# upsample_frame_ctrl

===== src/rtl/upsample_pkg.sv =====
// Shared encodings and default dimensions for the 2x upsample frame sequencer.
package upsample_pkg;

    localparam int DEF_IMG_WIDTH  = 800;
    localparam int DEF_IMG_HEIGHT = 600;
    localparam int DEF_CNT_W      = 11;

    // Output mux selects understood by the upsample datapath
    localparam logic [1:0] SEL_LIVE = 2'd0;
    localparam logic [1:0] SEL_HOLD = 2'd1;
    localparam logic [1:0] SEL_LINE = 2'd2;

    typedef enum logic [2:0] {
        ST_IDLE      = 3'd0,
        ST_LIVE_P0   = 3'd1,
        ST_LIVE_P1   = 3'd2,
        ST_REPLAY_P0 = 3'd3,
        ST_REPLAY_P1 = 3'd4,
        ST_DONE      = 3'd5
    } state_t;

endpackage


===== src/rtl/upsample_pos_counter.sv =====
// Output column/row tracker for the doubled frame; the row wraps to zero after
// the last pixel so the next frame starts at the origin.
module upsample_pos_counter
    import upsample_pkg::*;
#(
    parameter int IMG_WIDTH  = DEF_IMG_WIDTH,
    parameter int IMG_HEIGHT = DEF_IMG_HEIGHT,
    parameter int CNT_W      = DEF_CNT_W
) (
    input  logic             clk,
    input  logic             rst,
    input  logic             en,
    output logic [CNT_W-1:0] col_q,
    output logic [CNT_W-1:0] row_q,
    output logic             last_col,
    output logic             last_pix
);

    localparam logic [CNT_W-1:0] COL_LAST = CNT_W'(2 * IMG_WIDTH - 1);
    localparam logic [CNT_W-1:0] ROW_LAST = CNT_W'(2 * IMG_HEIGHT - 1);

    logic [CNT_W-1:0] col_d;
    logic [CNT_W-1:0] row_d;

    assign last_col = (col_q == COL_LAST);
    assign last_pix = last_col && (row_q == ROW_LAST);

    always_comb begin
        col_d = col_q;
        row_d = row_q;
        if (en) begin
            if (last_col) begin
                col_d = '0;
                row_d = last_pix ? '0 : row_q + CNT_W'(1);
            end else begin
                col_d = col_q + CNT_W'(1);
            end
        end
    end

    always_ff @(posedge clk) begin
        if (rst) begin
            col_q <= '0;
            row_q <= '0;
        end else begin
            col_q <= col_d;
            row_q <= row_d;
        end
    end

endmodule


===== src/rtl/upsample_frame_ctrl.sv =====
// Sequencer for the 2x pixel/line-duplicating upsampler: even output rows come
// from the FIFO (live + hold), odd output rows replay the stored line.
module upsample_frame_ctrl
    import upsample_pkg::*;
#(
    parameter int IMG_WIDTH  = DEF_IMG_WIDTH,
    parameter int IMG_HEIGHT = DEF_IMG_HEIGHT,
    parameter int CNT_W      = DEF_CNT_W
) (
    input  logic             clk,
    input  logic             rst,
    input  logic             start,
    output logic             busy,
    output logic             done,
    input  logic             in_empty,
    output logic             in_rd_en,
    output logic             cap_en,
    output logic             line_rd_en,
    output logic [1:0]       out_sel,
    input  logic             out_afull,
    output logic             out_valid,
    output logic [CNT_W-1:0] out_col,
    output logic [CNT_W-1:0] out_row
);

    state_t state_q;
    state_t state_d;
    logic   last_col;
    logic   last_pix;

    upsample_pos_counter #(
        .IMG_WIDTH (IMG_WIDTH),
        .IMG_HEIGHT(IMG_HEIGHT),
        .CNT_W     (CNT_W)
    ) u_pos (
        .clk     (clk),
        .rst     (rst),
        .en      (out_valid),
        .col_q   (out_col),
        .row_q   (out_row),
        .last_col(last_col),
        .last_pix(last_pix)
    );

    assign busy = (state_q != ST_IDLE);
    assign done = (state_q == ST_DONE);

    // Strobes are a pure function of state and the two flow-control inputs,
    // so out_afull gates every strobe in the same cycle it rises.
    always_comb begin
        state_d    = state_q;
        in_rd_en   = 1'b0;
        cap_en     = 1'b0;
        line_rd_en = 1'b0;
        out_valid  = 1'b0;
        out_sel    = SEL_LIVE;
        case (state_q)
            ST_IDLE: begin
                if (start) begin
                    state_d = ST_LIVE_P0;
                end
            end
            ST_LIVE_P0: begin
                if (!in_empty && !out_afull) begin
                    out_valid = 1'b1;
                    out_sel   = SEL_LIVE;
                    in_rd_en  = 1'b1;
                    cap_en    = 1'b1;
                    state_d   = ST_LIVE_P1;
                end
            end
            ST_LIVE_P1: begin
                if (!out_afull) begin
                    out_valid = 1'b1;
                    out_sel   = SEL_HOLD;
                    state_d   = last_col ? ST_REPLAY_P0 : ST_LIVE_P0;
                end
            end
            ST_REPLAY_P0: begin
                if (!out_afull) begin
                    out_valid  = 1'b1;
                    out_sel    = SEL_LINE;
                    line_rd_en = 1'b1;
                    state_d    = ST_REPLAY_P1;
                end
            end
            ST_REPLAY_P1: begin
                if (!out_afull) begin
                    out_valid = 1'b1;
                    out_sel   = SEL_HOLD;
                    if (last_pix) begin
                        state_d = ST_DONE;
                    end else if (last_col) begin
                        state_d = ST_LIVE_P0;
                    end else begin
                        state_d = ST_REPLAY_P0;
                    end
                end
            end
            ST_DONE: begin
                state_d = ST_IDLE;
            end
            default: begin
                state_d = ST_IDLE;
            end
        endcase
    end

    always_ff @(posedge clk) begin
        if (rst) begin
            state_q <= ST_IDLE;
        end else begin
            state_q <= state_d;
        end
    end

endmodule


===== config.mk =====
export PLATFORM = sky130hd
export DESIGN_NAME = upsample_frame_ctrl
export DESIGN_NICKNAME = d
export VERILOG_FILES = /design/src/rtl/upsample_pkg.sv /design/src/rtl/upsample_pos_counter.sv /design/src/rtl/upsample_frame_ctrl.sv
export SDC_FILE = /design/constraint.sdc
export NUM_CORES = 1
export LEC_CHECK = 0
export ABC_AREA = 0
export CAP_MARGIN = 20
export CORE_ASPECT_RATIO = 1.25
export CORE_MARGIN = 2
export CORE_UTILIZATION = 49
export DETAILED_ROUTE_END_ITERATION = 10
export GPL_ROUTABILITY_DRIVEN = 0
export HOLD_SLACK_MARGIN = 0.08
export MAX_ROUTING_LAYER = met4
export PLACE_DENSITY = 0.84
export SLEW_MARGIN = 20
export SYNTH_ARGS = -nofsm -noshare
export SYNTH_HDL_FRONTEND = slang
export SYNTH_HIERARCHICAL = 1
export SYNTH_SLANG_ARGS = --single-unit

===== constraint.sdc =====
create_clock -name clk -period 2.5 [get_ports clk]
set_input_delay 0.375 -clock clk [delete_from_list [all_inputs] [get_ports clk]]
set_output_delay 0.375 -clock clk [all_outputs]
set_load 0.01 [all_outputs]

# lfsr_arbiter_flat

**src/rtl/lfsr_arbiter_if.sv**
```systemverilog
// Bundle of the request/delivery and generator-control signals around lfsr_arbiter.
// master: arbiter side; slave: requesters plus generator side.
interface lfsr_arbiter_if #(
    parameter int NUM_REQ = 4
) ();
    localparam int IW = $clog2(NUM_REQ);

    logic [NUM_REQ-1:0] req;
    logic [3:0]         prn;
    logic               lfsr_enable;
    logic [NUM_REQ-1:0] rnd_valid;
    logic [3:0]         rnd_data;
    logic [IW-1:0]      gnt_id;
    logic               busy;

    modport master (
        input  req, prn,
        output lfsr_enable, rnd_valid, rnd_data, gnt_id, busy
    );

    modport slave (
        output req, prn,
        input  lfsr_enable, rnd_valid, rnd_data, gnt_id, busy
    );
endinterface

```
**src/rtl/lfsr_arbiter.sv**
```systemverilog
// Round-robin scheduler sharing one 4-bit Fibonacci LFSR among NUM_REQ requesters.
// One draw at a time: pulse enable, let prn settle, capture and strobe the winner.
module lfsr_arbiter #(
    parameter int NUM_REQ = 4,
    parameter int WARMUP  = 4,
    parameter int SETTLE  = 2
) (
    input logic            clk,
    input logic            reset,
    lfsr_arbiter_if.master bus
);
    localparam int IW      = $clog2(NUM_REQ);
    localparam int CNT_MAX = (WARMUP > SETTLE) ? WARMUP : SETTLE;
    localparam int CW      = $clog2(CNT_MAX + 1);

    localparam logic [CW-1:0] WARM_LAST   = CW'(WARMUP);
    localparam logic [CW-1:0] SETTLE_LAST = CW'(SETTLE - 1);
    localparam logic [IW-1:0] LAST_ID     = IW'(NUM_REQ - 1);
    localparam logic [IW:0]   NUM_WIDE    = (IW+1)'(NUM_REQ);

    typedef enum logic [2:0] {
        S_WARMUP,
        S_IDLE,
        S_PULSE,
        S_WAIT,
        S_DELIVER
    } state_t;

    state_t             state;
    logic [CW-1:0]      cnt;
    logic [IW-1:0]      ptr;
    logic               lfsr_enable_q;
    logic [NUM_REQ-1:0] rnd_valid_q;
    logic [3:0]         rnd_data_q;
    logic [IW-1:0]      gnt_id_q;

    logic [2*NUM_REQ-1:0] req_dbl;
    logic [NUM_REQ-1:0]   req_rot;
    logic [IW:0]          sum;
    logic [IW-1:0]        winner;
    logic                 any_req;

    // Rotate so that bit 0 is the pointer position; descending scan leaves
    // the lowest set rotated bit (first in round-robin order) as the winner.
    always_comb begin
        req_dbl = {bus.req, bus.req};
        req_rot = req_dbl[ptr +: NUM_REQ];
        any_req = |bus.req;
        sum     = '0;
        winner  = '0;
        for (int unsigned i = NUM_REQ; i > 0; i--) begin
            if (req_rot[i-1]) begin
                sum    = {1'b0, ptr} + (IW+1)'(i - 1);
                winner = (sum >= NUM_WIDE) ? IW'(sum - NUM_WIDE) : IW'(sum);
            end
        end
    end

    always_ff @(posedge clk or posedge reset) begin
        if (reset) begin
            state         <= S_WARMUP;
            cnt           <= '0;
            ptr           <= '0;
            lfsr_enable_q <= 1'b0;
            rnd_valid_q   <= '0;
            rnd_data_q    <= '0;
            gnt_id_q      <= '0;
        end else begin
            lfsr_enable_q <= 1'b0;
            rnd_valid_q   <= '0;
            case (state)
                S_WARMUP: begin
                    if (cnt == WARM_LAST) begin
                        cnt   <= '0;
                        state <= S_IDLE;
                    end else begin
                        cnt <= cnt + 1'b1;
                    end
                end
                S_IDLE: begin
                    if (any_req) begin
                        gnt_id_q      <= winner;
                        lfsr_enable_q <= 1'b1;
                        state         <= S_PULSE;
                    end
                end
                S_PULSE: begin
                    cnt   <= '0;
                    state <= S_WAIT;
                end
                S_WAIT: begin
                    if (cnt == SETTLE_LAST) begin
                        rnd_data_q  <= bus.prn;
                        rnd_valid_q <= NUM_REQ'(1) << gnt_id_q;
                        state       <= S_DELIVER;
                    end else begin
                        cnt <= cnt + 1'b1;
                    end
                end
                S_DELIVER: begin
                    ptr   <= (gnt_id_q == LAST_ID) ? '0 : gnt_id_q + 1'b1;
                    state <= S_IDLE;
                end
                default: begin
                    cnt   <= '0;
                    state <= S_WARMUP;
                end
            endcase
        end
    end

    assign bus.lfsr_enable = lfsr_enable_q;
    assign bus.rnd_valid   = rnd_valid_q;
    assign bus.rnd_data    = rnd_data_q;
    assign bus.gnt_id      = gnt_id_q;
    assign bus.busy        = (state != S_IDLE);
endmodule

```
**src/flat_wrapper.sv**
```systemverilog
// flat-port wrapper written by rule: the top's interface ports become plain ports
module lfsr_arbiter_flat 
#(
    parameter int NUM_REQ = 4,
    parameter int WARMUP  = 4,
    parameter int SETTLE  = 2
)
  (clk, reset, bus_req, bus_prn, bus_lfsr_enable, bus_rnd_valid, bus_rnd_data, bus_gnt_id, bus_busy);
  lfsr_arbiter_if #(.NUM_REQ(NUM_REQ)) bus_i ();
  input logic clk;
  input logic reset;
  input wire logic [$bits(bus_i.req)-1:0] bus_req;
  input wire logic [$bits(bus_i.prn)-1:0] bus_prn;
  output wire logic [$bits(bus_i.lfsr_enable)-1:0] bus_lfsr_enable;
  output wire logic [$bits(bus_i.rnd_valid)-1:0] bus_rnd_valid;
  output wire logic [$bits(bus_i.rnd_data)-1:0] bus_rnd_data;
  output wire logic [$bits(bus_i.gnt_id)-1:0] bus_gnt_id;
  output wire logic [$bits(bus_i.busy)-1:0] bus_busy;
  assign bus_i.req = bus_req;
  assign bus_i.prn = bus_prn;
  assign bus_lfsr_enable = bus_i.lfsr_enable;
  assign bus_rnd_valid = bus_i.rnd_valid;
  assign bus_rnd_data = bus_i.rnd_data;
  assign bus_gnt_id = bus_i.gnt_id;
  assign bus_busy = bus_i.busy;
  lfsr_arbiter #(.NUM_REQ(NUM_REQ), .WARMUP(WARMUP), .SETTLE(SETTLE)) u_core (.clk(clk), .reset(reset), .bus(bus_i));
endmodule
```
**config.mk**
```make
export PLATFORM = sky130hd
export DESIGN_NAME = lfsr_arbiter_flat
export DESIGN_NICKNAME = d
export VERILOG_FILES = /design/src/rtl/lfsr_arbiter_if.sv /design/src/rtl/lfsr_arbiter.sv /design/src/flat_wrapper.sv
export SDC_FILE = /design/constraint.sdc
export NUM_CORES = 1
export LEC_CHECK = 0
export ABC_AREA = 1
export ABC_CLOCK_PERIOD_IN_PS = 2300
export CAP_MARGIN = 30
export CORE_ASPECT_RATIO = 0.7
export CORE_MARGIN = 2
export CORE_UTILIZATION = 55
export DETAILED_ROUTE_END_ITERATION = 16
export DONT_BUFFER_PORTS = 1
export PLACE_DENSITY = 0.78
export SYNTH_ARGS = -nofsm -noshare
export SYNTH_HDL_FRONTEND = slang
export SYNTH_SLANG_ARGS = --single-unit
```
**constraint.sdc**
```tcl
create_clock -name clk -period 2.3 [get_ports clk]
set_input_delay 0.23 -clock clk [delete_from_list [all_inputs] [get_ports clk]]
set_output_delay 0.23 -clock clk [all_outputs]
set_load 0.01 [all_outputs]
```
# id_ctrl_stage

<file path="config.mk">
export PLATFORM = sky130hd
export DESIGN_NAME = id_ctrl_stage
export DESIGN_NICKNAME = d
export VERILOG_FILES = /design/src/rtl/riscv_pkg.sv /design/src/rtl/ctrl_decode.sv /design/src/rtl/imm_gen.sv /design/src/rtl/id_ctrl_stage.sv
export SDC_FILE = /design/constraint.sdc
export NUM_CORES = 1
export LEC_CHECK = 0
export CORE_MARGIN = 3
export CORE_UTILIZATION = 40
export CTS_CLUSTER_DIAMETER = 60
export CTS_CLUSTER_SIZE = 10
export DETAILED_ROUTE_END_ITERATION = 10
export PLACE_DENSITY = 0.87
export SYNTH_ARGS = -nofsm -noshare
export SYNTH_HDL_FRONTEND = slang
export SYNTH_SLANG_ARGS = --single-unit
</file>
<file path="constraint.sdc">
create_clock -name clk -period 2.5 [get_ports clk]
set_clock_uncertainty 0.05 [all_clocks]
set_input_delay 0.375 -clock clk [delete_from_list [all_inputs] [get_ports clk]]
set_output_delay 0.375 -clock clk [all_outputs]
set_load 0.005 [all_outputs]
</file>
<file path="src/rtl/riscv_pkg.sv">
// riscv_pkg: shared RV32I decode constants, ALU op codes, mux encodings and control bundle
package riscv_pkg;
  localparam int ALU_OP_W = 5;
  localparam logic [6:0] OP_R     = 7'h33;
  localparam logic [6:0] OP_I     = 7'h13;
  localparam logic [6:0] OP_L     = 7'h03;
  localparam logic [6:0] OP_S     = 7'h23;
  localparam logic [6:0] OP_B     = 7'h63;
  localparam logic [6:0] OP_JAL   = 7'h6F;
  localparam logic [6:0] OP_JALR  = 7'h67;
  localparam logic [6:0] OP_LUI   = 7'h37;
  localparam logic [6:0] OP_AUIPC = 7'h17;
  localparam logic [ALU_OP_W-1:0] ALU_ADD = 5'h00;
  localparam logic [ALU_OP_W-1:0] ALU_SUB = 5'h08;
  localparam logic [1:0] A_RS1  = 2'd0;
  localparam logic [1:0] A_PC   = 2'd1;
  localparam logic [1:0] A_ZERO = 2'd2;
  localparam logic [1:0] WB_ALU = 2'd0;
  localparam logic [1:0] WB_MEM = 2'd1;
  localparam logic [1:0] WB_PC4 = 2'd2;
  typedef struct packed {
    logic [ALU_OP_W-1:0] alu_op;
    logic [1:0]          a_sel;
    logic                alu_src;
    logic [1:0]          wb_sel;
    logic                reg_write;
    logic                mem_read;
    logic                mem_write;
    logic                branch;
    logic                jump;
    logic                jalr;
    logic                illegal;
  } ctrl_t;
endpackage

</file>
<file path="src/rtl/ctrl_decode.sv">
// ctrl_decode: opcode/funct to control bundle, register fields and source usage; RV_MEXT_EN enables M ops
module ctrl_decode import riscv_pkg::*; #(
  parameter int REG_ADDR_W = 5
) (
  input  logic [31:0]           instr,
  output ctrl_t                 ctrl,
  output logic                  use_rs1,
  output logic                  use_rs2,
  output logic [2:0]            funct3,
  output logic [REG_ADDR_W-1:0] rs1,
  output logic [REG_ADDR_W-1:0] rs2,
  output logic [REG_ADDR_W-1:0] rd
);
  logic [6:0] f7;
  logic       m_ok, r_ok, sh_ok;
  assign f7     = instr[31:25];
  assign funct3 = instr[14:12];
  assign rs1    = instr[15 +: REG_ADDR_W];
  assign rs2    = instr[20 +: REG_ADDR_W];
  assign rd     = instr[7 +: REG_ADDR_W];
`ifdef RV_MEXT_EN
  assign m_ok = f7 == 7'h01;
`else
  assign m_ok = 1'b0;
`endif
  assign r_ok  = f7 == 7'h00 || (f7 == 7'h20 && (funct3 == 3'b000 || funct3 == 3'b101)) || m_ok;
  assign sh_ok = funct3 == 3'b001 ? f7 == 7'h00 : funct3 == 3'b101 ? (f7 == 7'h00 || f7 == 7'h20) : 1'b1;
  // per-opcode control, then rd==0 suppression and illegal squash
  always_comb begin
    ctrl    = '0;
    use_rs1 = 1'b0;
    use_rs2 = 1'b0;
    case (instr[6:0])
      OP_R: begin
        ctrl.alu_op    = m_ok ? {2'b10, funct3} : {1'b0, f7[5], funct3};
        ctrl.reg_write = 1'b1;
        ctrl.illegal   = !r_ok;
        use_rs1        = 1'b1;
        use_rs2        = 1'b1;
      end
      OP_I: begin
        ctrl.alu_op    = funct3[1:0] == 2'b01 ? {1'b0, f7[5], funct3} : {2'b00, funct3};
        ctrl.alu_src   = 1'b1;
        ctrl.reg_write = 1'b1;
        ctrl.illegal   = !sh_ok;
        use_rs1        = 1'b1;
      end
      OP_L: begin
        ctrl.alu_src   = 1'b1;
        ctrl.wb_sel    = WB_MEM;
        ctrl.mem_read  = 1'b1;
        ctrl.reg_write = 1'b1;
        use_rs1        = 1'b1;
      end
      OP_S: begin
        ctrl.alu_src   = 1'b1;
        ctrl.mem_write = 1'b1;
        use_rs1        = 1'b1;
        use_rs2        = 1'b1;
      end
      OP_B: begin
        ctrl.alu_op = ALU_SUB;
        ctrl.branch = 1'b1;
        use_rs1     = 1'b1;
        use_rs2     = 1'b1;
      end
      OP_JAL: begin
        ctrl.jump      = 1'b1;
        ctrl.wb_sel    = WB_PC4;
        ctrl.a_sel     = A_PC;
        ctrl.alu_src   = 1'b1;
        ctrl.reg_write = 1'b1;
      end
      OP_JALR: begin
        ctrl.jump      = 1'b1;
        ctrl.jalr      = 1'b1;
        ctrl.wb_sel    = WB_PC4;
        ctrl.alu_src   = 1'b1;
        ctrl.reg_write = 1'b1;
        use_rs1        = 1'b1;
      end
      OP_LUI: begin
        ctrl.a_sel     = A_ZERO;
        ctrl.alu_src   = 1'b1;
        ctrl.reg_write = 1'b1;
      end
      OP_AUIPC: begin
        ctrl.a_sel     = A_PC;
        ctrl.alu_src   = 1'b1;
        ctrl.reg_write = 1'b1;
      end
      default: ctrl.illegal = 1'b1;
    endcase
    if (rd == '0) ctrl.reg_write = 1'b0;
    if (ctrl.illegal) begin
      ctrl         = '0;
      ctrl.illegal = 1'b1;
      use_rs1      = 1'b0;
      use_rs2      = 1'b0;
    end
  end
endmodule

</file>
<file path="src/rtl/imm_gen.sv">
// imm_gen: sign-extended immediate from an RV32I instruction word by format
module imm_gen import riscv_pkg::*; #(
  parameter int XLEN = 32
) (
  input  logic [31:0]     instr,
  output logic [XLEN-1:0] imm
);
  // select the immediate layout implied by the opcode
  always_comb begin
    imm = '0;
    case (instr[6:0])
      OP_I, OP_L, OP_JALR: imm = {{(XLEN-12){instr[31]}}, instr[31:20]};
      OP_S:                imm = {{(XLEN-12){instr[31]}}, instr[31:25], instr[11:7]};
      OP_B:                imm = {{(XLEN-12){instr[31]}}, instr[7], instr[30:25], instr[11:8], 1'b0};
      OP_JAL:              imm = {{(XLEN-20){instr[31]}}, instr[19:12], instr[20], instr[30:21], 1'b0};
      OP_LUI, OP_AUIPC:    imm = {{(XLEN-32){instr[31]}}, instr[31:12], 12'b0};
      default:             imm = '0;
    endcase
  end
endmodule

</file>
<file path="src/rtl/id_ctrl_stage.sv">
// id_ctrl_stage: RV32I decode stage with ID/EX register, load-use stall and flush; RV_MEXT_EN adds M decode
module id_ctrl_stage import riscv_pkg::*; #(
  parameter int XLEN       = 32,
  parameter int REG_ADDR_W = 5
) (
  input  logic                  clk,
  input  logic                  rst,
  input  logic                  in_valid,
  output logic                  in_ready,
  input  logic [31:0]           in_instr,
  input  logic [XLEN-1:0]       in_pc,
  input  logic                  flush,
  output logic                  out_valid,
  input  logic                  out_ready,
  output logic [ALU_OP_W-1:0]   out_alu_op,
  output logic [1:0]            out_a_sel,
  output logic                  out_alu_src,
  output logic [1:0]            out_wb_sel,
  output logic                  out_reg_write,
  output logic                  out_mem_read,
  output logic                  out_mem_write,
  output logic                  out_branch,
  output logic                  out_jump,
  output logic                  out_jalr,
  output logic [2:0]            out_funct3,
  output logic [XLEN-1:0]       out_imm,
  output logic [REG_ADDR_W-1:0] out_rs1,
  output logic [REG_ADDR_W-1:0] out_rs2,
  output logic [REG_ADDR_W-1:0] out_rd,
  output logic [XLEN-1:0]       out_pc,
  output logic                  out_illegal
);
  ctrl_t                 dec, ctrl_d, ctrl_q;
  logic                  use_rs1, use_rs2, hazard, accept, valid_d, valid_q;
  logic [2:0]            f3, f3_d, f3_q;
  logic [REG_ADDR_W-1:0] rs1, rs2, rd, rs1_d, rs1_q, rs2_d, rs2_q, rd_d, rd_q;
  logic [XLEN-1:0]       imm, imm_d, imm_q, pc_d, pc_q;
  ctrl_decode #(.REG_ADDR_W(REG_ADDR_W)) u_dec (
    .instr(in_instr), .ctrl(dec), .use_rs1(use_rs1), .use_rs2(use_rs2),
    .funct3(f3), .rs1(rs1), .rs2(rs2), .rd(rd)
  );
  imm_gen #(.XLEN(XLEN)) u_imm (.instr(in_instr), .imm(imm));
  assign hazard   = valid_q && ctrl_q.mem_read && rd_q != '0 &&
                    ((use_rs1 && rs1 == rd_q) || (use_rs2 && rs2 == rd_q));
  assign in_ready = (!valid_q || out_ready) && !hazard && !flush && !rst;
  assign accept   = in_valid && in_ready;
  // flush kills, accept refills, EX fire empties, otherwise hold
  always_comb begin
    valid_d = flush ? 1'b0 : accept ? 1'b1 : out_ready ? 1'b0 : valid_q;
    ctrl_d  = accept ? dec : ctrl_q;
    f3_d    = accept ? f3 : f3_q;
    rs1_d   = accept ? rs1 : rs1_q;
    rs2_d   = accept ? rs2 : rs2_q;
    rd_d    = accept ? rd : rd_q;
    imm_d   = accept ? imm : imm_q;
    pc_d    = accept ? in_pc : pc_q;
  end
  // ID/EX register
  always_ff @(posedge clk) begin
    if (rst) begin
      valid_q <= 1'b0;
      ctrl_q  <= '0;
      f3_q    <= '0;
      rs1_q   <= '0;
      rs2_q   <= '0;
      rd_q    <= '0;
      imm_q   <= '0;
      pc_q    <= '0;
    end else begin
      valid_q <= valid_d;
      ctrl_q  <= ctrl_d;
      f3_q    <= f3_d;
      rs1_q   <= rs1_d;
      rs2_q   <= rs2_d;
      rd_q    <= rd_d;
      imm_q   <= imm_d;
      pc_q    <= pc_d;
    end
  end
  assign out_valid     = valid_q;
  assign out_alu_op    = ctrl_q.alu_op;
  assign out_a_sel     = ctrl_q.a_sel;
  assign out_alu_src   = ctrl_q.alu_src;
  assign out_wb_sel    = ctrl_q.wb_sel;
  assign out_reg_write = ctrl_q.reg_write;
  assign out_mem_read  = ctrl_q.mem_read;
  assign out_mem_write = ctrl_q.mem_write;
  assign out_branch    = ctrl_q.branch;
  assign out_jump      = ctrl_q.jump;
  assign out_jalr      = ctrl_q.jalr;
  assign out_illegal   = ctrl_q.illegal;
  assign out_funct3    = f3_q;
  assign out_imm       = imm_q;
  assign out_rs1       = rs1_q;
  assign out_rs2       = rs2_q;
  assign out_rd        = rd_q;
  assign out_pc        = pc_q;
endmodule

</file>
id_ctrl_stage, the clock network:
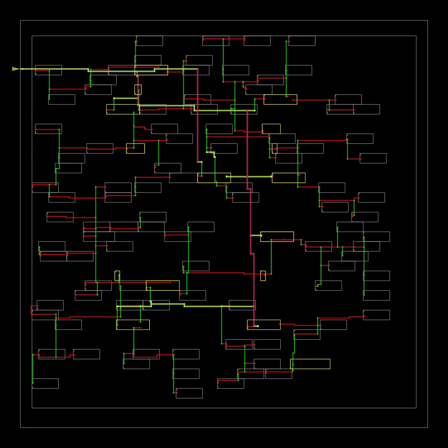
Clk power: 1.42 mW
total clock sinks: 98

id_ctrl_stage, signal wires on met4:
Scale bar: 20 um.
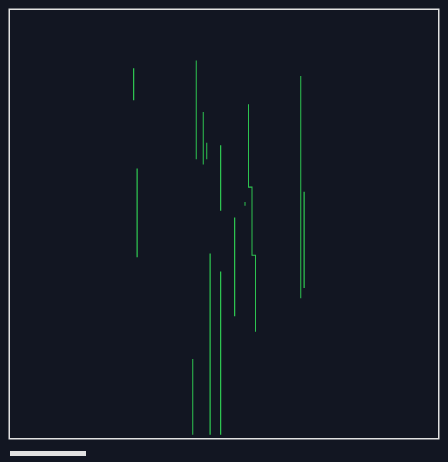
wire length on this layer: 374 um
share of all routed wire: 2.5%

==> results.py, id_ctrl_stage <==
# Auto-generated metrics
metrics = {
    "yosys": {
        "syn_area_sq_um": 4590,
        "syn_nets": 524,
        "synthCells": 455,
        "numSynthFlops": 98,
        "yosysWarnings": 0,
        "adder_share": 0,
        "top_cell": "dfxtp_1",
        "netlist.area_leader.share": 0.428,
    },
    "cells_and_area": {
        "n_clock_buffer": 14,
        "signal_buffers": 244,
        "final_common_cell": "clkdlybuf4s50_1",
        "flops": 98,
        "inverters_excl_clock": 1,
        "instances_no_fill": 822,
        "final_cell_mix": "145 x clkdlybuf4s50_1, 95 x dfxtp_1, 60 x buf_4, 57 x nor2b_1, 46 x nand2b_1",
    },
    "die": {
        "die_area_sq_um": 12800,
        "die_width_um": 113,
        "die_h_um": 113,
        "nWellTaps": 140,
        "placement_rows": 38,
    },
    "pwr": {
        "seqPwrFrac": 0.447,
        "p_per_area_nw_per_um2": 491,
        "ir_drop_mv": 0.327,
        "seq_power_mw": 1.64,
        "finalPower_mw": 3.67,
    },
    "route": {
        "routed_wl_mm": 15.2,
        "wl_met2_mm": 7.47,
        "dr.pass1.iters": 5,
        "via_count": 4236,
        "top_layer": "met4",
        "drcViolationCount": 0,
    },
    "sta": {
        "relSlewSlack": 0.354,
        "fin_crit_ps": 2500,
        "max_freq_mhz": 400,
        "rsz0062_at_grt": "true",
        "tightestPinTransition_ps": 969,
    },
    "worst_hold_path": {
        "hold_class": "in -> reg",
        "min-delay-start": "in_instr[25]",
    },
    "critical_path": {
        "cp_num_cells": 7,
        "worst_setup_path_end_kind": "primary output",
    },
    "global_route": {
        "grt_pass1_wl_mm": 23.3,
        "grt.met1_usage": 0.276,
    },
    "status": {
        "status": "finished, final reports clean",
    },
    "clock_tree": {
        "cts_tree": "yes",
        "worst_skew_pair.late_latency_ps": 340,
        "root_buffer": "clkbuf_16",
    },
    "place": {
        "placedInstanceArea_sq_um": 6690,
        "port_buffers": 168,
        "place_inst": 785,
    },
    "run": {
        "tool_warnings": 30,
    },
}
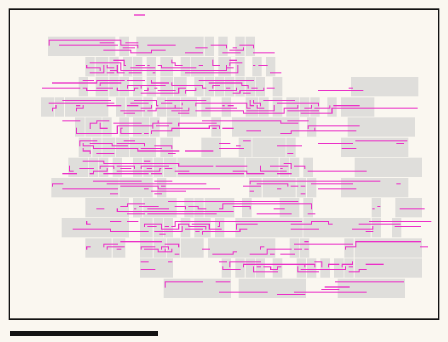
lfsr_arbiter_flat: metal 1
Scale bar: 20 um.
share of all routed wire: 49%
main direction: horizontal
wire length on this layer: 1000 um

lfsr_arbiter_flat, metal 2:
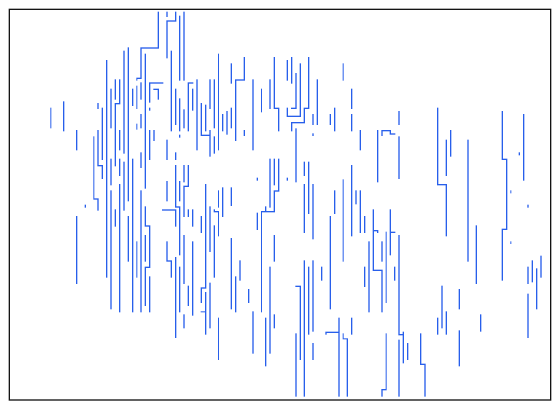
wire length on this layer: 892 um
nets with wire on the layer: 121
longest straight run: 23.1 um
main direction: vertical
share of all routed wire: 44%

==> results.py, lfsr_arbiter_flat <==
# Auto-generated metrics
metrics = {
    "status": {
        "status": "finished, final reports clean",
    },
    "yosys": {
        "top_cells_by_area": "dfrtp_1 43%, nand2_1 16%, ha_1 7.9%",
        "edf_count": 0,
        "netlist.area_leader.share": 0.427,
        "syn_nets": 162,
        "avgSynthCellArea_sq_um": 7.68,
        "ys_top_cells_by_count": "47 x nand2_1, 22 x inv_1, 19 x dfrtp_1, 10 x nand3_1, 10 x nor2_1",
        "numSynthFlops": 19,
        "synthFlopType": "dfrtp_1",
        "aoi_share": 0.0607,
        "syn_area_sq_um": 1110,
    },
    "place": {
        "port_buffers": 0,
        "dp_hpwl_mm": 1.61,
    },
    "critical_path": {
        "cp.buffers_inverters": 1,
        "worst_setup_path_end_kind": "primary output",
        "critPathMaxFanout": 4,
        "cp-startpoint": "u_core.state[1]$_DFFE_PP0P_",
        "worstPathArrival_ps": 1250,
        "critPathTopFamily": "flip-flops",
        "critPathSlowestCell": "dfrtp_1",
    },
    "sta": {
        "slew_viol_final": 0,
        "skew_ps": 7.99,
        "hold_slack_ps": 33.6,
        "fin_crit_ps": 1480,
        "rsz0062_at_grt": "false",
        "relSlewSlack": 0.518,
        "max_freq_mhz": 678,
    },
    "route": {
        "wire_per_inst_um": 12.0,
        "ant_nets": 0,
        "via_per_inst": 5.19,
        "wl_met1_mm": 1.00,
        "top_layer": "met3",
    },
    "global_route": {
        "grt.busiest_layer": "met2",
        "grt_max_degree": 20,
    },
    "run": {
        "max_cap_violations": 0,
    },
    "clock_tree": {
        "htreeDepth": 1,
        "postCtsHoldBufs": 1,
        "clk_pin_slew_worst_paths_ps": 110,
        "ctsResizeCount": 0,
    },
    "cells_and_area": {
        "clk_share": 0.0237,
        "seq_share": 0.409,
        "buffer_area_frac": 0.00861,
        "dominant_cells": "combinational gates",
        "area_growth_pct": 4.38,
    },
    "pwr": {
        "p_per_area_nw_per_um2": 1320,
        "p_leak_nw": 0.628,
    },
    "worst_hold_path": {
        "min-delay-start": "bus_prn[1]",
    },
    "die": {
        "initCoreUtil": 0.590,
        "io_pins": 22,
        "placement_rows": 13,
    },
}
upsample_frame_ctrl, metal 1:
Scale bar: 20 um.
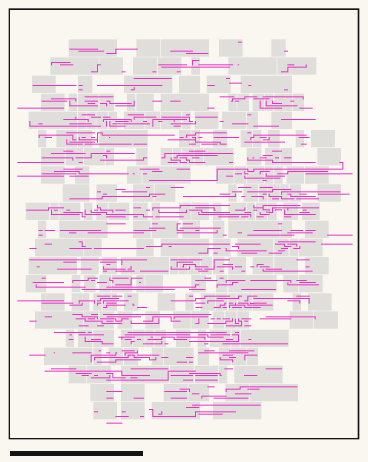
share of all routed wire: 43%
nets with wire on the layer: 199
main direction: horizontal
wire length on this layer: 1460 um

upsample_frame_ctrl, the clock network:
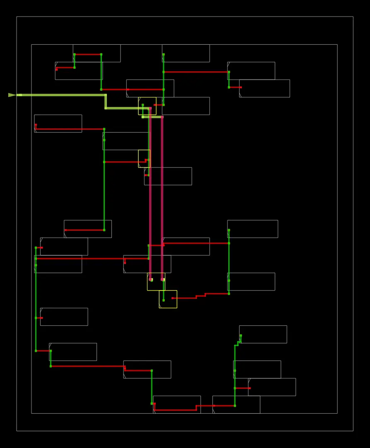
CLK BUF: 3
clk_skew: 11.6 ps
Skew-Pair Late Insertion Delay: 320 ps
total clock sinks: 25
Clk power: 0.183 mW

==> results.py, upsample_frame_ctrl <==
# Auto-generated metrics
metrics = {
    "pwr": {
        "finalPower_mw": 0.725,
        "p_switching_mw": 0.198,
        "p_comb_frac": 0.158,
        "swShare": 0.274,
        "p_comb_mw": 0.115,
    },
    "sta": {
        "fin_crit_ps": 2360,
        "hold_slack_ps": 508,
        "postLayoutSetupSlackWorst_ps": 143,
        "slew_viol_final": 0,
        "setup_violations": 0,
    },
    "yosys": {
        "synth.distinct_cells": 45,
        "synthFlopType": "dfxtp_1",
        "avgSynthCellArea_sq_um": 7.93,
        "seq_area_frac_synth": 0.353,
        "netlist.area_leader.share": 0.353,
        "xor_area_frac": 0.0679,
    },
    "route": {
        "wl_met1_mm": 1.46,
        "via_per_inst": 5.62,
        "ant_nets": 0,
    },
    "critical_path": {
        "slowest_delay_ps": 620,
        "cp-startpoint": "out_afull",
        "startpoint_type": "input port",
        "worst_setup_path_end_kind": "primary output",
        "cp.buffers_inverters": 3,
        "path_class": "in -> out",
    },
    "status": {
        "status": "finished, final reports clean",
    },
    "cells_and_area": {
        "signal_buffers": 44,
        "dominant_cells": "combinational gates",
        "comb-cell-share": 0.437,
        "finish.instance_area_sq_um": 1840,
        "fin_nets": 225,
        "nFillCells": 229,
    },
    "clock_tree": {
        "postCtsHoldBufs": 0,
        "htreeDepth": 1,
        "cts_setup_buffers": 0,
        "cts_tree": "yes",
        "ctsResizeCount": 0,
    },
    "global_route": {
        "overflow": 0,
        "grt.busiest_layer": "met2",
        "grtUsageTotal": 0.225,
    },
    "place": {
        "dp_hpwl_mm": 2.62,
    },
    "worst_hold_path": {
        "holdPathStages": 2,
    },
    "run": {
        "tool_warnings": 26,
    },
}

# id_decode_stage

id_decode_stage, signal wires on met4:
Scale bar: 20 um.
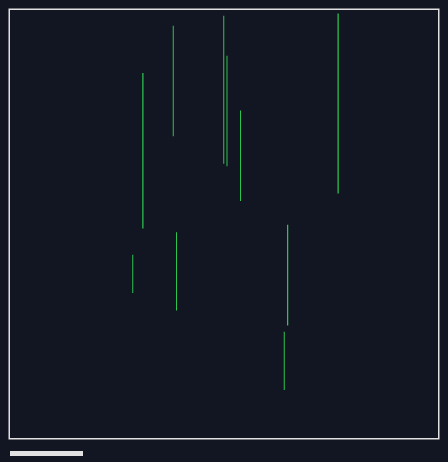

### src/rtl/id_decode_stage.sv
// ---------------------------------------------------------------------------
// id_decode_stage
//
// Instruction-decode pipeline stage that feeds the immediate extender. It
// accepts a fetched instruction and its PC over a valid/ready handshake. It
// slices out the register indices and the raw I/S/B/U/J immediate fields,
// and derives the 3-bit immediate-extension selector. A two-entry skid
// buffer sits between fetch and execute, so if_ready comes straight from a
// register.
//
// Optional feature macro: ILLEGAL_TRAP_EN
//   defined   : an ex_illegal port is added. Unknown opcodes pass through
//               unchanged with ex_illegal = 1 and selector 7.
//   undefined : unknown opcodes are turned into a NOP (addi x0,x0,0)
//               with selector 1.
//
// Ports
//   clk, rst              clock and synchronous active-high reset
//   flush                 drop every buffered instruction (redirect)
//   if_valid/if_ready     fetch-side handshake (if_ready is registered)
//   if_pc, if_inst        presented PC and instruction word
//   ex_valid/ex_ready     execute-side handshake
//   ex_pc .. ex_funct7    decoded PC, opcode, register indices and functs
//   imm_*_data            raw immediate fields, before sign extension
//   imm_extended_control  immediate-extension selector
//   ex_illegal            unknown opcode flag (ILLEGAL_TRAP_EN only)
// ---------------------------------------------------------------------------
module id_decode_stage #(
   parameter int DATA_SIZE = 32
) (
   input  logic                 clk,
   input  logic                 rst,
   input  logic                 flush,
   input  logic                 if_valid,
   output logic                 if_ready,
   input  logic [DATA_SIZE-1:0] if_pc,
   input  logic [DATA_SIZE-1:0] if_inst,
   output logic                 ex_valid,
   input  logic                 ex_ready,
   output logic [DATA_SIZE-1:0] ex_pc,
   output logic [6:0]           ex_opcode,
   output logic [4:0]           ex_rd_addr,
   output logic [4:0]           ex_rs1_addr,
   output logic [4:0]           ex_rs2_addr,
   output logic [2:0]           ex_funct3,
   output logic [6:0]           ex_funct7,
   output logic [11:0]          imm_i_data,
   output logic [11:0]          imm_s_data,
   output logic [11:0]          imm_b_data,
   output logic [19:0]          imm_u_data,
   output logic [19:0]          imm_j_data,
   output logic [2:0]           imm_extended_control
`ifdef ILLEGAL_TRAP_EN
   ,
   output logic                 ex_illegal
`endif
);

   localparam logic [6:0] OPC_SYSTEM = 7'b1110011;
   localparam logic [6:0] OPC_LOAD   = 7'b0000011;
   localparam logic [6:0] OPC_OPIMM  = 7'b0010011;
   localparam logic [6:0] OPC_JALR   = 7'b1100111;
   localparam logic [6:0] OPC_STORE  = 7'b0100011;
   localparam logic [6:0] OPC_BRANCH = 7'b1100011;
   localparam logic [6:0] OPC_LUI    = 7'b0110111;
   localparam logic [6:0] OPC_AUIPC  = 7'b0010111;
   localparam logic [6:0] OPC_JAL    = 7'b1101111;
   localparam logic [6:0] OPC_OP     = 7'b0110011;

`ifndef ILLEGAL_TRAP_EN
   localparam logic [DATA_SIZE-1:0] NOP_INST = DATA_SIZE'(32'h0000_0013);
`endif

   typedef enum logic [1:0] {EMPTY, ONE, FULL} buf_state_t;

   buf_state_t state, state_next;

   logic                 dec_legal;
   logic [2:0]           dec_sel;
   logic [DATA_SIZE-1:0] dec_inst;

   logic                 load_main, load_skid, move_skid;
   logic                 accept, transfer;

   logic                 if_ready_q, ex_valid_q;
   logic [DATA_SIZE-1:0] main_pc, main_inst, skid_pc, skid_inst;
   logic [2:0]           main_sel, skid_sel;
`ifdef ILLEGAL_TRAP_EN
   logic                 main_ill, skid_ill;
`endif

   assign accept   = if_valid & if_ready_q;
   assign transfer = ex_valid_q & ex_ready;

   // Decode the selector from the opcode. Unknown opcodes either get flagged
   // or are rewritten to a NOP before they are stored in a slot.
   always_comb begin
      dec_legal = 1'b1;
      dec_sel   = 3'd7;
      dec_inst  = if_inst;
      case (if_inst[6:0])
         OPC_SYSTEM:                     dec_sel = 3'd0;
         OPC_LOAD, OPC_OPIMM, OPC_JALR:  dec_sel = 3'd1;
         OPC_STORE:                      dec_sel = 3'd2;
         OPC_BRANCH:                     dec_sel = 3'd3;
         OPC_LUI, OPC_AUIPC:             dec_sel = 3'd4;
         OPC_JAL:                        dec_sel = 3'd5;
         OPC_OP:                         dec_sel = 3'd7;
         default: begin
            dec_legal = 1'b0;
            dec_sel   = 3'd7;
         end
      endcase
`ifndef ILLEGAL_TRAP_EN
      if (!dec_legal) begin
         dec_inst = NOP_INST;
         dec_sel  = 3'd1;
      end
`endif
   end

   // Skid buffer control. When flush is high, every load is suppressed and
   // the buffer empties. FULL never sees an accept because if_ready is low.
   always_comb begin
      state_next = state;
      load_main  = 1'b0;
      load_skid  = 1'b0;
      move_skid  = 1'b0;
      case (state)
         EMPTY: begin
            if (accept) begin
               state_next = ONE;
               load_main  = 1'b1;
            end
         end
         ONE: begin
            if (accept && transfer) begin
               load_main = 1'b1;
            end else if (accept) begin
               state_next = FULL;
               load_skid  = 1'b1;
            end else if (transfer) begin
               state_next = EMPTY;
            end
         end
         FULL: begin
            if (transfer) begin
               state_next = ONE;
               move_skid  = 1'b1;
            end
         end
         default: state_next = EMPTY;
      endcase
      if (flush) begin
         state_next = EMPTY;
         load_main  = 1'b0;
         load_skid  = 1'b0;
         move_skid  = 1'b0;
      end
   end

   // State and handshake registers. The handshake flags are computed from
   // the next state, so both outputs come directly from flops.
   always_ff @(posedge clk) begin
      if (rst) begin
         state      <= EMPTY;
         ex_valid_q <= 1'b0;
         if_ready_q <= 1'b1;
      end else begin
         state      <= state_next;
         ex_valid_q <= (state_next != EMPTY);
         if_ready_q <= (state_next != FULL);
      end
   end

   // Slot storage. The main slot only changes on a load or a skid move.
   // This keeps the ex_* outputs stable while the consumer stalls.
   always_ff @(posedge clk) begin
      if (rst) begin
         main_pc   <= '0;
         main_inst <= '0;
         main_sel  <= 3'd7;
         skid_pc   <= '0;
         skid_inst <= '0;
         skid_sel  <= 3'd7;
`ifdef ILLEGAL_TRAP_EN
         main_ill  <= 1'b0;
         skid_ill  <= 1'b0;
`endif
      end else begin
         if (load_main) begin
            main_pc   <= if_pc;
            main_inst <= dec_inst;
            main_sel  <= dec_sel;
`ifdef ILLEGAL_TRAP_EN
            main_ill  <= ~dec_legal;
`endif
         end else if (move_skid) begin
            main_pc   <= skid_pc;
            main_inst <= skid_inst;
            main_sel  <= skid_sel;
`ifdef ILLEGAL_TRAP_EN
            main_ill  <= skid_ill;
`endif
         end
         if (load_skid) begin
            skid_pc   <= if_pc;
            skid_inst <= dec_inst;
            skid_sel  <= dec_sel;
`ifdef ILLEGAL_TRAP_EN
            skid_ill  <= ~dec_legal;
`endif
         end
      end
   end

   assign if_ready             = if_ready_q;
   assign ex_valid             = ex_valid_q;
   assign ex_pc                = main_pc;
   assign ex_opcode            = main_inst[6:0];
   assign ex_rd_addr           = main_inst[11:7];
   assign ex_rs1_addr          = main_inst[19:15];
   assign ex_rs2_addr          = main_inst[24:20];
   assign ex_funct3            = main_inst[14:12];
   assign ex_funct7            = main_inst[31:25];
   assign imm_i_data           = main_inst[31:20];
   assign imm_s_data           = {main_inst[31:25], main_inst[11:7]};
   assign imm_b_data           = {main_inst[31], main_inst[7], main_inst[30:25], main_inst[11:8]};
   assign imm_u_data           = main_inst[31:12];
   assign imm_j_data           = {main_inst[31], main_inst[19:12], main_inst[20], main_inst[30:21]};
   assign imm_extended_control = main_sel;
`ifdef ILLEGAL_TRAP_EN
   assign ex_illegal           = main_ill;
`endif

endmodule

### config.mk
export PLATFORM = sky130hd
export DESIGN_NAME = id_decode_stage
export DESIGN_NICKNAME = d
export VERILOG_FILES = /design/src/rtl/id_decode_stage.sv
export SDC_FILE = /design/constraint.sdc
export NUM_CORES = 1
export LEC_CHECK = 0
export ABC_CLOCK_PERIOD_IN_PS = 4300
export CORE_MARGIN = 2
export CORE_UTILIZATION = 49
export CTS_CLUSTER_SIZE = 30
export DETAILED_ROUTE_END_ITERATION = 10
export HOLD_SLACK_MARGIN = 0.15
export PLACE_DENSITY = 0.85
export SLEW_MARGIN = 20
export SYNTH_ARGS = -nofsm -noshare
export SYNTH_HDL_FRONTEND = slang
export SYNTH_SLANG_ARGS = --single-unit
### constraint.sdc
create_clock -name clk -period 4.3 [get_ports clk]
set_input_delay 0.86 -clock clk [delete_from_list [all_inputs] [get_ports clk]]
set_output_delay 0.86 -clock clk [all_outputs]
set_load 0.1 [all_outputs]
# irq_pending_ctrl_flat

===== config.mk =====
export PLATFORM = sky130hd
export DESIGN_NAME = irq_pending_ctrl_flat
export DESIGN_NICKNAME = d
export VERILOG_FILES = /design/src/rtl/irq_pending_ctrl_pkg.sv /design/src/rtl/irq_pending_ctrl_if.sv /design/src/rtl/irq_prio_sel.sv /design/src/rtl/irq_pending_ctrl.sv /design/src/flat_wrapper.sv
export SDC_FILE = /design/constraint.sdc
export NUM_CORES = 1
export LEC_CHECK = 0
export ABC_AREA = 1
export ABC_CLOCK_PERIOD_IN_PS = 2700
export CORE_MARGIN = 5
export CORE_UTILIZATION = 45
export CTS_CLUSTER_SIZE = 10
export DETAILED_ROUTE_END_ITERATION = 8
export PLACE_DENSITY = 0.81
export SYNTH_ARGS = -nofsm -noshare
export SYNTH_HDL_FRONTEND = slang
export SYNTH_SLANG_ARGS = --single-unit
export TNS_END_PERCENT = 1

===== constraint.sdc =====
create_clock -name clk -period 2.7 [get_ports clk]
set_input_delay 0.27 -clock clk [delete_from_list [all_inputs] [get_ports clk]]
set_output_delay 0.27 -clock clk [all_outputs]
set_load 0.01 [all_outputs]

===== src/rtl/irq_pending_ctrl_pkg.sv =====
// Shared constants and FSM state encoding for the interrupt pending controller.
package irq_pkg;
  localparam int unsigned N   = 4;
  localparam int unsigned IDW = 2;

  typedef enum logic {
    ST_IDLE    = 1'b0,
    ST_PRESENT = 1'b1
  } state_e;
endpackage


===== src/rtl/irq_pending_ctrl_if.sv =====
// Request/mask/ack bundle for irq_pending_ctrl; slave is the controller side.
interface irq_pending_ctrl_if;
  import irq_pkg::*;

  logic [N-1:0]   req;
  logic           mask_we;
  logic [N-1:0]   mask_in;
  logic           ovr_clr;
  logic           irq_ack;
  logic           irq_valid;
  logic [IDW-1:0] irq_id;
  logic [N-1:0]   pending;
  logic [N-1:0]   mask;
  logic [N-1:0]   overrun;

  modport master (
    output req, mask_we, mask_in, ovr_clr, irq_ack,
    input  irq_valid, irq_id, pending, mask, overrun
  );

  modport slave (
    input  req, mask_we, mask_in, ovr_clr, irq_ack,
    output irq_valid, irq_id, pending, mask, overrun
  );
endinterface


===== src/rtl/irq_prio_sel.sv =====
// Combinational N-to-IDW priority selector: highest set index wins, o_any flags any set.
module irq_prio_sel
  import irq_pkg::*;
(
  input  logic [N-1:0]   i_vec,
  output logic [IDW-1:0] o_idx,
  output logic           o_any
);
  always_comb begin
    o_idx = '0;
    o_any = 1'b0;
    // Ascending scan so later (higher) set bits overwrite lower ones.
    for (int unsigned i = 0; i < N; i++) begin
      if (i_vec[i]) begin
        o_idx = IDW'(i);
        o_any = 1'b1;
      end
    end
  end
endmodule


===== src/rtl/irq_pending_ctrl.sv =====
// Edge-captured pending interrupts with enable mask, overrun flags and a valid/ack presenter.
module irq_pending_ctrl
  import irq_pkg::*;
(
  input  logic               clk,
  input  logic               rst,
  irq_pending_ctrl_if.slave  bus
);
  logic [N-1:0]   r_req_q, r_pending, r_mask, r_overrun;
  logic           r_valid;
  logic [IDW-1:0] r_id;
  state_e         r_state;

  logic [N-1:0]   w_edge, w_clr, w_eligible;
  logic [IDW-1:0] w_sel, w_id_d;
  logic           w_any, w_accept, w_valid_d;
  state_e         w_state_d;

  assign w_edge     = bus.req & ~r_req_q;
  assign w_accept   = (r_state == ST_PRESENT) && bus.irq_ack;
  assign w_eligible = r_pending & r_mask;

  always_comb begin
    w_clr = '0;
    if (w_accept) w_clr[r_id] = 1'b1;
  end

  irq_prio_sel u_prio_sel (
    .i_vec (w_eligible),
    .o_idx (w_sel),
    .o_any (w_any)
  );

  always_comb begin
    w_state_d = r_state;
    w_valid_d = r_valid;
    w_id_d    = r_id;
    unique case (r_state)
      ST_IDLE: begin
        if (w_any) begin
          w_state_d = ST_PRESENT;
          w_valid_d = 1'b1;
          w_id_d    = w_sel;
        end
      end
      ST_PRESENT: begin
        // Index is frozen here regardless of mask or newer pending lines.
        if (bus.irq_ack) begin
          w_state_d = ST_IDLE;
          w_valid_d = 1'b0;
        end
      end
    endcase
  end

  always_ff @(posedge clk) begin
    if (rst) begin
      r_req_q   <= '0;
      r_pending <= '0;
      r_overrun <= '0;
      r_mask    <= '1;
      r_valid   <= 1'b0;
      r_id      <= '0;
      r_state   <= ST_IDLE;
    end else begin
      r_req_q   <= bus.req;
      // Set beats clear; a fresh overrun beats ovr_clr.
      r_pending <= (r_pending & ~w_clr) | w_edge;
      r_overrun <= (bus.ovr_clr ? '0 : r_overrun) | (w_edge & r_pending & ~w_clr);
      if (bus.mask_we) r_mask <= bus.mask_in;
      r_valid   <= w_valid_d;
      r_id      <= w_id_d;
      r_state   <= w_state_d;
    end
  end

  assign bus.irq_valid = r_valid;
  assign bus.irq_id    = r_id;
  assign bus.pending   = r_pending;
  assign bus.mask      = r_mask;
  assign bus.overrun   = r_overrun;
endmodule


===== src/flat_wrapper.sv =====
// flat-port wrapper written by rule: the top's interface ports become plain ports
module irq_pending_ctrl_flat import irq_pkg::*;
  (clk, rst, bus_req, bus_mask_we, bus_mask_in, bus_ovr_clr, bus_irq_ack, bus_irq_valid, bus_irq_id, bus_pending, bus_mask, bus_overrun);
  irq_pending_ctrl_if bus_i ();
  input  logic clk;
  input  logic rst;
  input wire logic [$bits(bus_i.req)-1:0] bus_req;
  input wire logic [$bits(bus_i.mask_we)-1:0] bus_mask_we;
  input wire logic [$bits(bus_i.mask_in)-1:0] bus_mask_in;
  input wire logic [$bits(bus_i.ovr_clr)-1:0] bus_ovr_clr;
  input wire logic [$bits(bus_i.irq_ack)-1:0] bus_irq_ack;
  output wire logic [$bits(bus_i.irq_valid)-1:0] bus_irq_valid;
  output wire logic [$bits(bus_i.irq_id)-1:0] bus_irq_id;
  output wire logic [$bits(bus_i.pending)-1:0] bus_pending;
  output wire logic [$bits(bus_i.mask)-1:0] bus_mask;
  output wire logic [$bits(bus_i.overrun)-1:0] bus_overrun;
  assign bus_i.req = bus_req;
  assign bus_i.mask_we = bus_mask_we;
  assign bus_i.mask_in = bus_mask_in;
  assign bus_i.ovr_clr = bus_ovr_clr;
  assign bus_i.irq_ack = bus_irq_ack;
  assign bus_irq_valid = bus_i.irq_valid;
  assign bus_irq_id = bus_i.irq_id;
  assign bus_pending = bus_i.pending;
  assign bus_mask = bus_i.mask;
  assign bus_overrun = bus_i.overrun;
  irq_pending_ctrl u_core (.clk(clk), .rst(rst), .bus(bus_i));
endmodule


==> gallery <==
M3 wires.
Scale bar: 20 um.
(a)
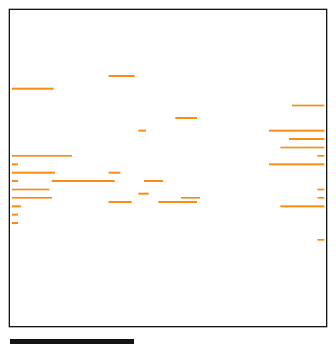
(b)
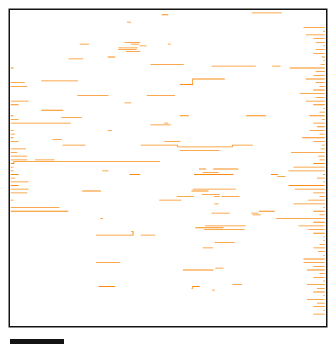
Of these, largest die: (b)
For irq_pending_ctrl_flat, see (a).
For id_decode_stage, see (b).

Key to (b):
longest straight run: 54.1 um
wire length on this layer: 1000 um
main direction: horizontal
share of all routed wire: 6.2%

id_decode_stage, metal 1:
Scale bar: 20 um.
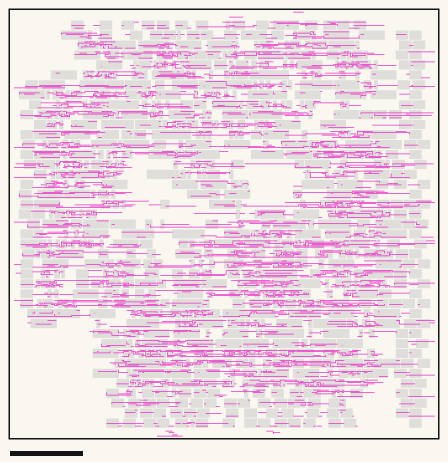
longest straight run: 31.3 um
nets with wire on the layer: 804
share of all routed wire: 42%
wire length on this layer: 6830 um

## Picture notes: 'signal wires on met4' of id_decode_stage
share of all routed wire: 1.8%
main direction: vertical

==> results.py, id_decode_stage <==
# Auto-generated metrics
metrics = {
    "global_route": {
        "antenna_found_initial": 0,
        "overflow": 0,
        "grt_max_degree": 70,
    },
    "route": {
        "wl_met2_mm": 8.03,
        "top_layer": "met4",
    },
    "yosys": {
        "edf_count": 0,
        "netlist.area_leader.share": 0.441,
        "aoi_share": 0.183,
        "synthTopLogicFamily": "simple AND/OR/NAND/NOR gates",
        "avgSynthCellArea_sq_um": 8.25,
    },
    "place": {
        "port_buffers": 213,
        "dp_hpwl_mm": 10.3,
        "dp_slack_ps": 591,
        "place_inst": 1015,
    },
    "critical_path": {
        "cp.required_ps": 4590,
        "slowest_delay_ps": 760,
        "path_cells": "clkdlybuf4s50_1 -> nor2b_1 -> o311ai_2 -> nand3_2 -> o32ai_1",
        "critPathTopFamily": "AND-OR/OR-AND gates",
        "cp-startpoint": "if_inst[2]",
    },
    "pwr": {
        "finalPower_mw": 3.43,
        "p_per_area_nw_per_um2": 407,
    },
    "cells_and_area": {
        "seq_share": 0.328,
        "n_antenna_cell": 0,
        "comb-cell-share": 0.295,
        "finish.instance_area_sq_um": 8420,
        "signal_buffers": 223,
    },
    "clock_tree": {
        "clk_pin_slew_worst_paths_ps": 50,
    },
    "sta": {
        "finalCritPeriodShare": 0.788,
    },
    "status": {
        "status": "finished, final reports clean",
    },
    "die": {
        "nWellTaps": 172,
        "placement_rows": 41,
    },
}
irq_pending_ctrl_flat, the clock network:
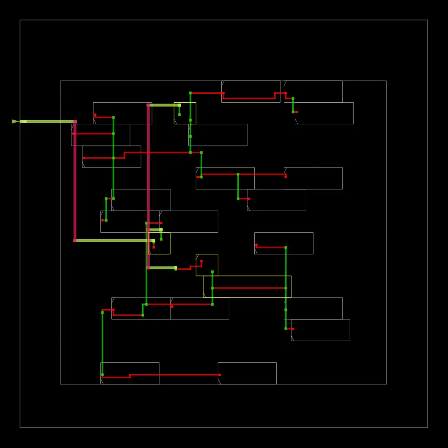
Skew-Pair Late Insertion Delay: 310 ps
clk_skew: 6.43 ps
CLK BUF: 3
Inserted Clock Buffers: 3
total clock sinks: 20

==> results.py, irq_pending_ctrl_flat <==
# Auto-generated metrics
metrics = {
    "status": {
        "status": "finished, final reports clean",
    },
    "sta": {
        "setup-tns-final_ps": 0,
        "max_freq_mhz": 629,
        "postLayoutSetupSlackWorst_ps": 1110,
        "fin_crit_ps": 1590,
        "tightestPinTransition_ps": 484,
    },
    "yosys": {
        "numSynthFlops": 20,
        "yosys_area_sq_um": 762,
        "syn_nets": 116,
        "adder_share": 0,
        "yosysWarnings": 0,
        "top_cells_by_area": "dfxtp_1 53%, nand2_1 15%, inv_1 7.9%",
        "yosys_cells": 103,
        "ys_top_cells_by_count": "30 x nand2_1, 20 x dfxtp_1, 16 x inv_1, 10 x a21oi_1, 8 x nand3_1",
    },
    "clock_tree": {
        "clk_pin_slew_worst_paths_ps": 120,
        "ctsLongestPathBuffers": 2,
        "postCtsHoldBufs": 0,
        "cts_tree": "yes",
    },
    "die": {
        "io_pins": 28,
        "die_area_sq_um": 2620,
        "core_sq_um": 1560,
    },
    "cells_and_area": {
        "logic_area_sq_um": 297,
        "seq_share": 0.364,
        "fin_nets": 147,
    },
    "route": {
        "routed_wl_mm": 1.81,
        "ant_nets": 0,
        "wire_per_inst_um": 12.1,
        "via_per_inst": 5.11,
        "drcViolationCount": 0,
    },
    "place": {
        "dp_hpwl_mm": 1.33,
        "place_congestion": 0.712,
        "port_buffers": 27,
    },
    "pwr": {
        "p_int_mw": 0.534,
    },
    "critical_path": {
        "r2r_cells": 7,
        "startpoint_type": "flop",
        "regToRegEndpoint": "u_core.bus.irq_id[0]$_SDFFE_PP0P_",
    },
    "global_route": {
        "grt.met1_usage": 0.179,
        "grt_max_degree": 15,
        "antenna_found_initial": 0,
    },
}


==> layout pictures side by side <==
Cells by drive strength.
panel A
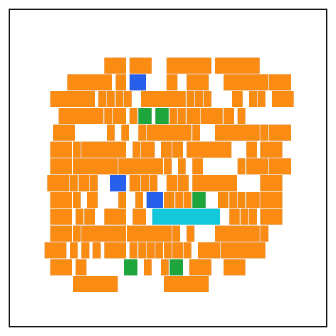
panel B
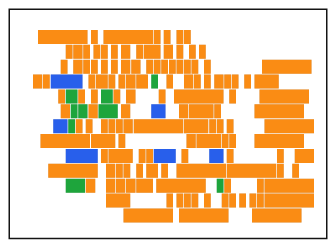
panel C
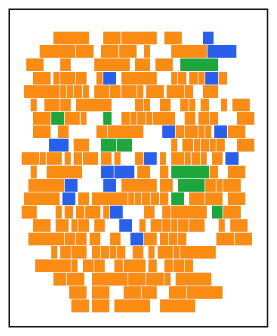
Panel A is irq_pending_ctrl_flat.
Panel C is upsample_frame_ctrl.
Panel B is lfsr_arbiter_flat.
The one with the most cells is panel C.

No activity file was given, so power comes from the tool's default toggle rates.
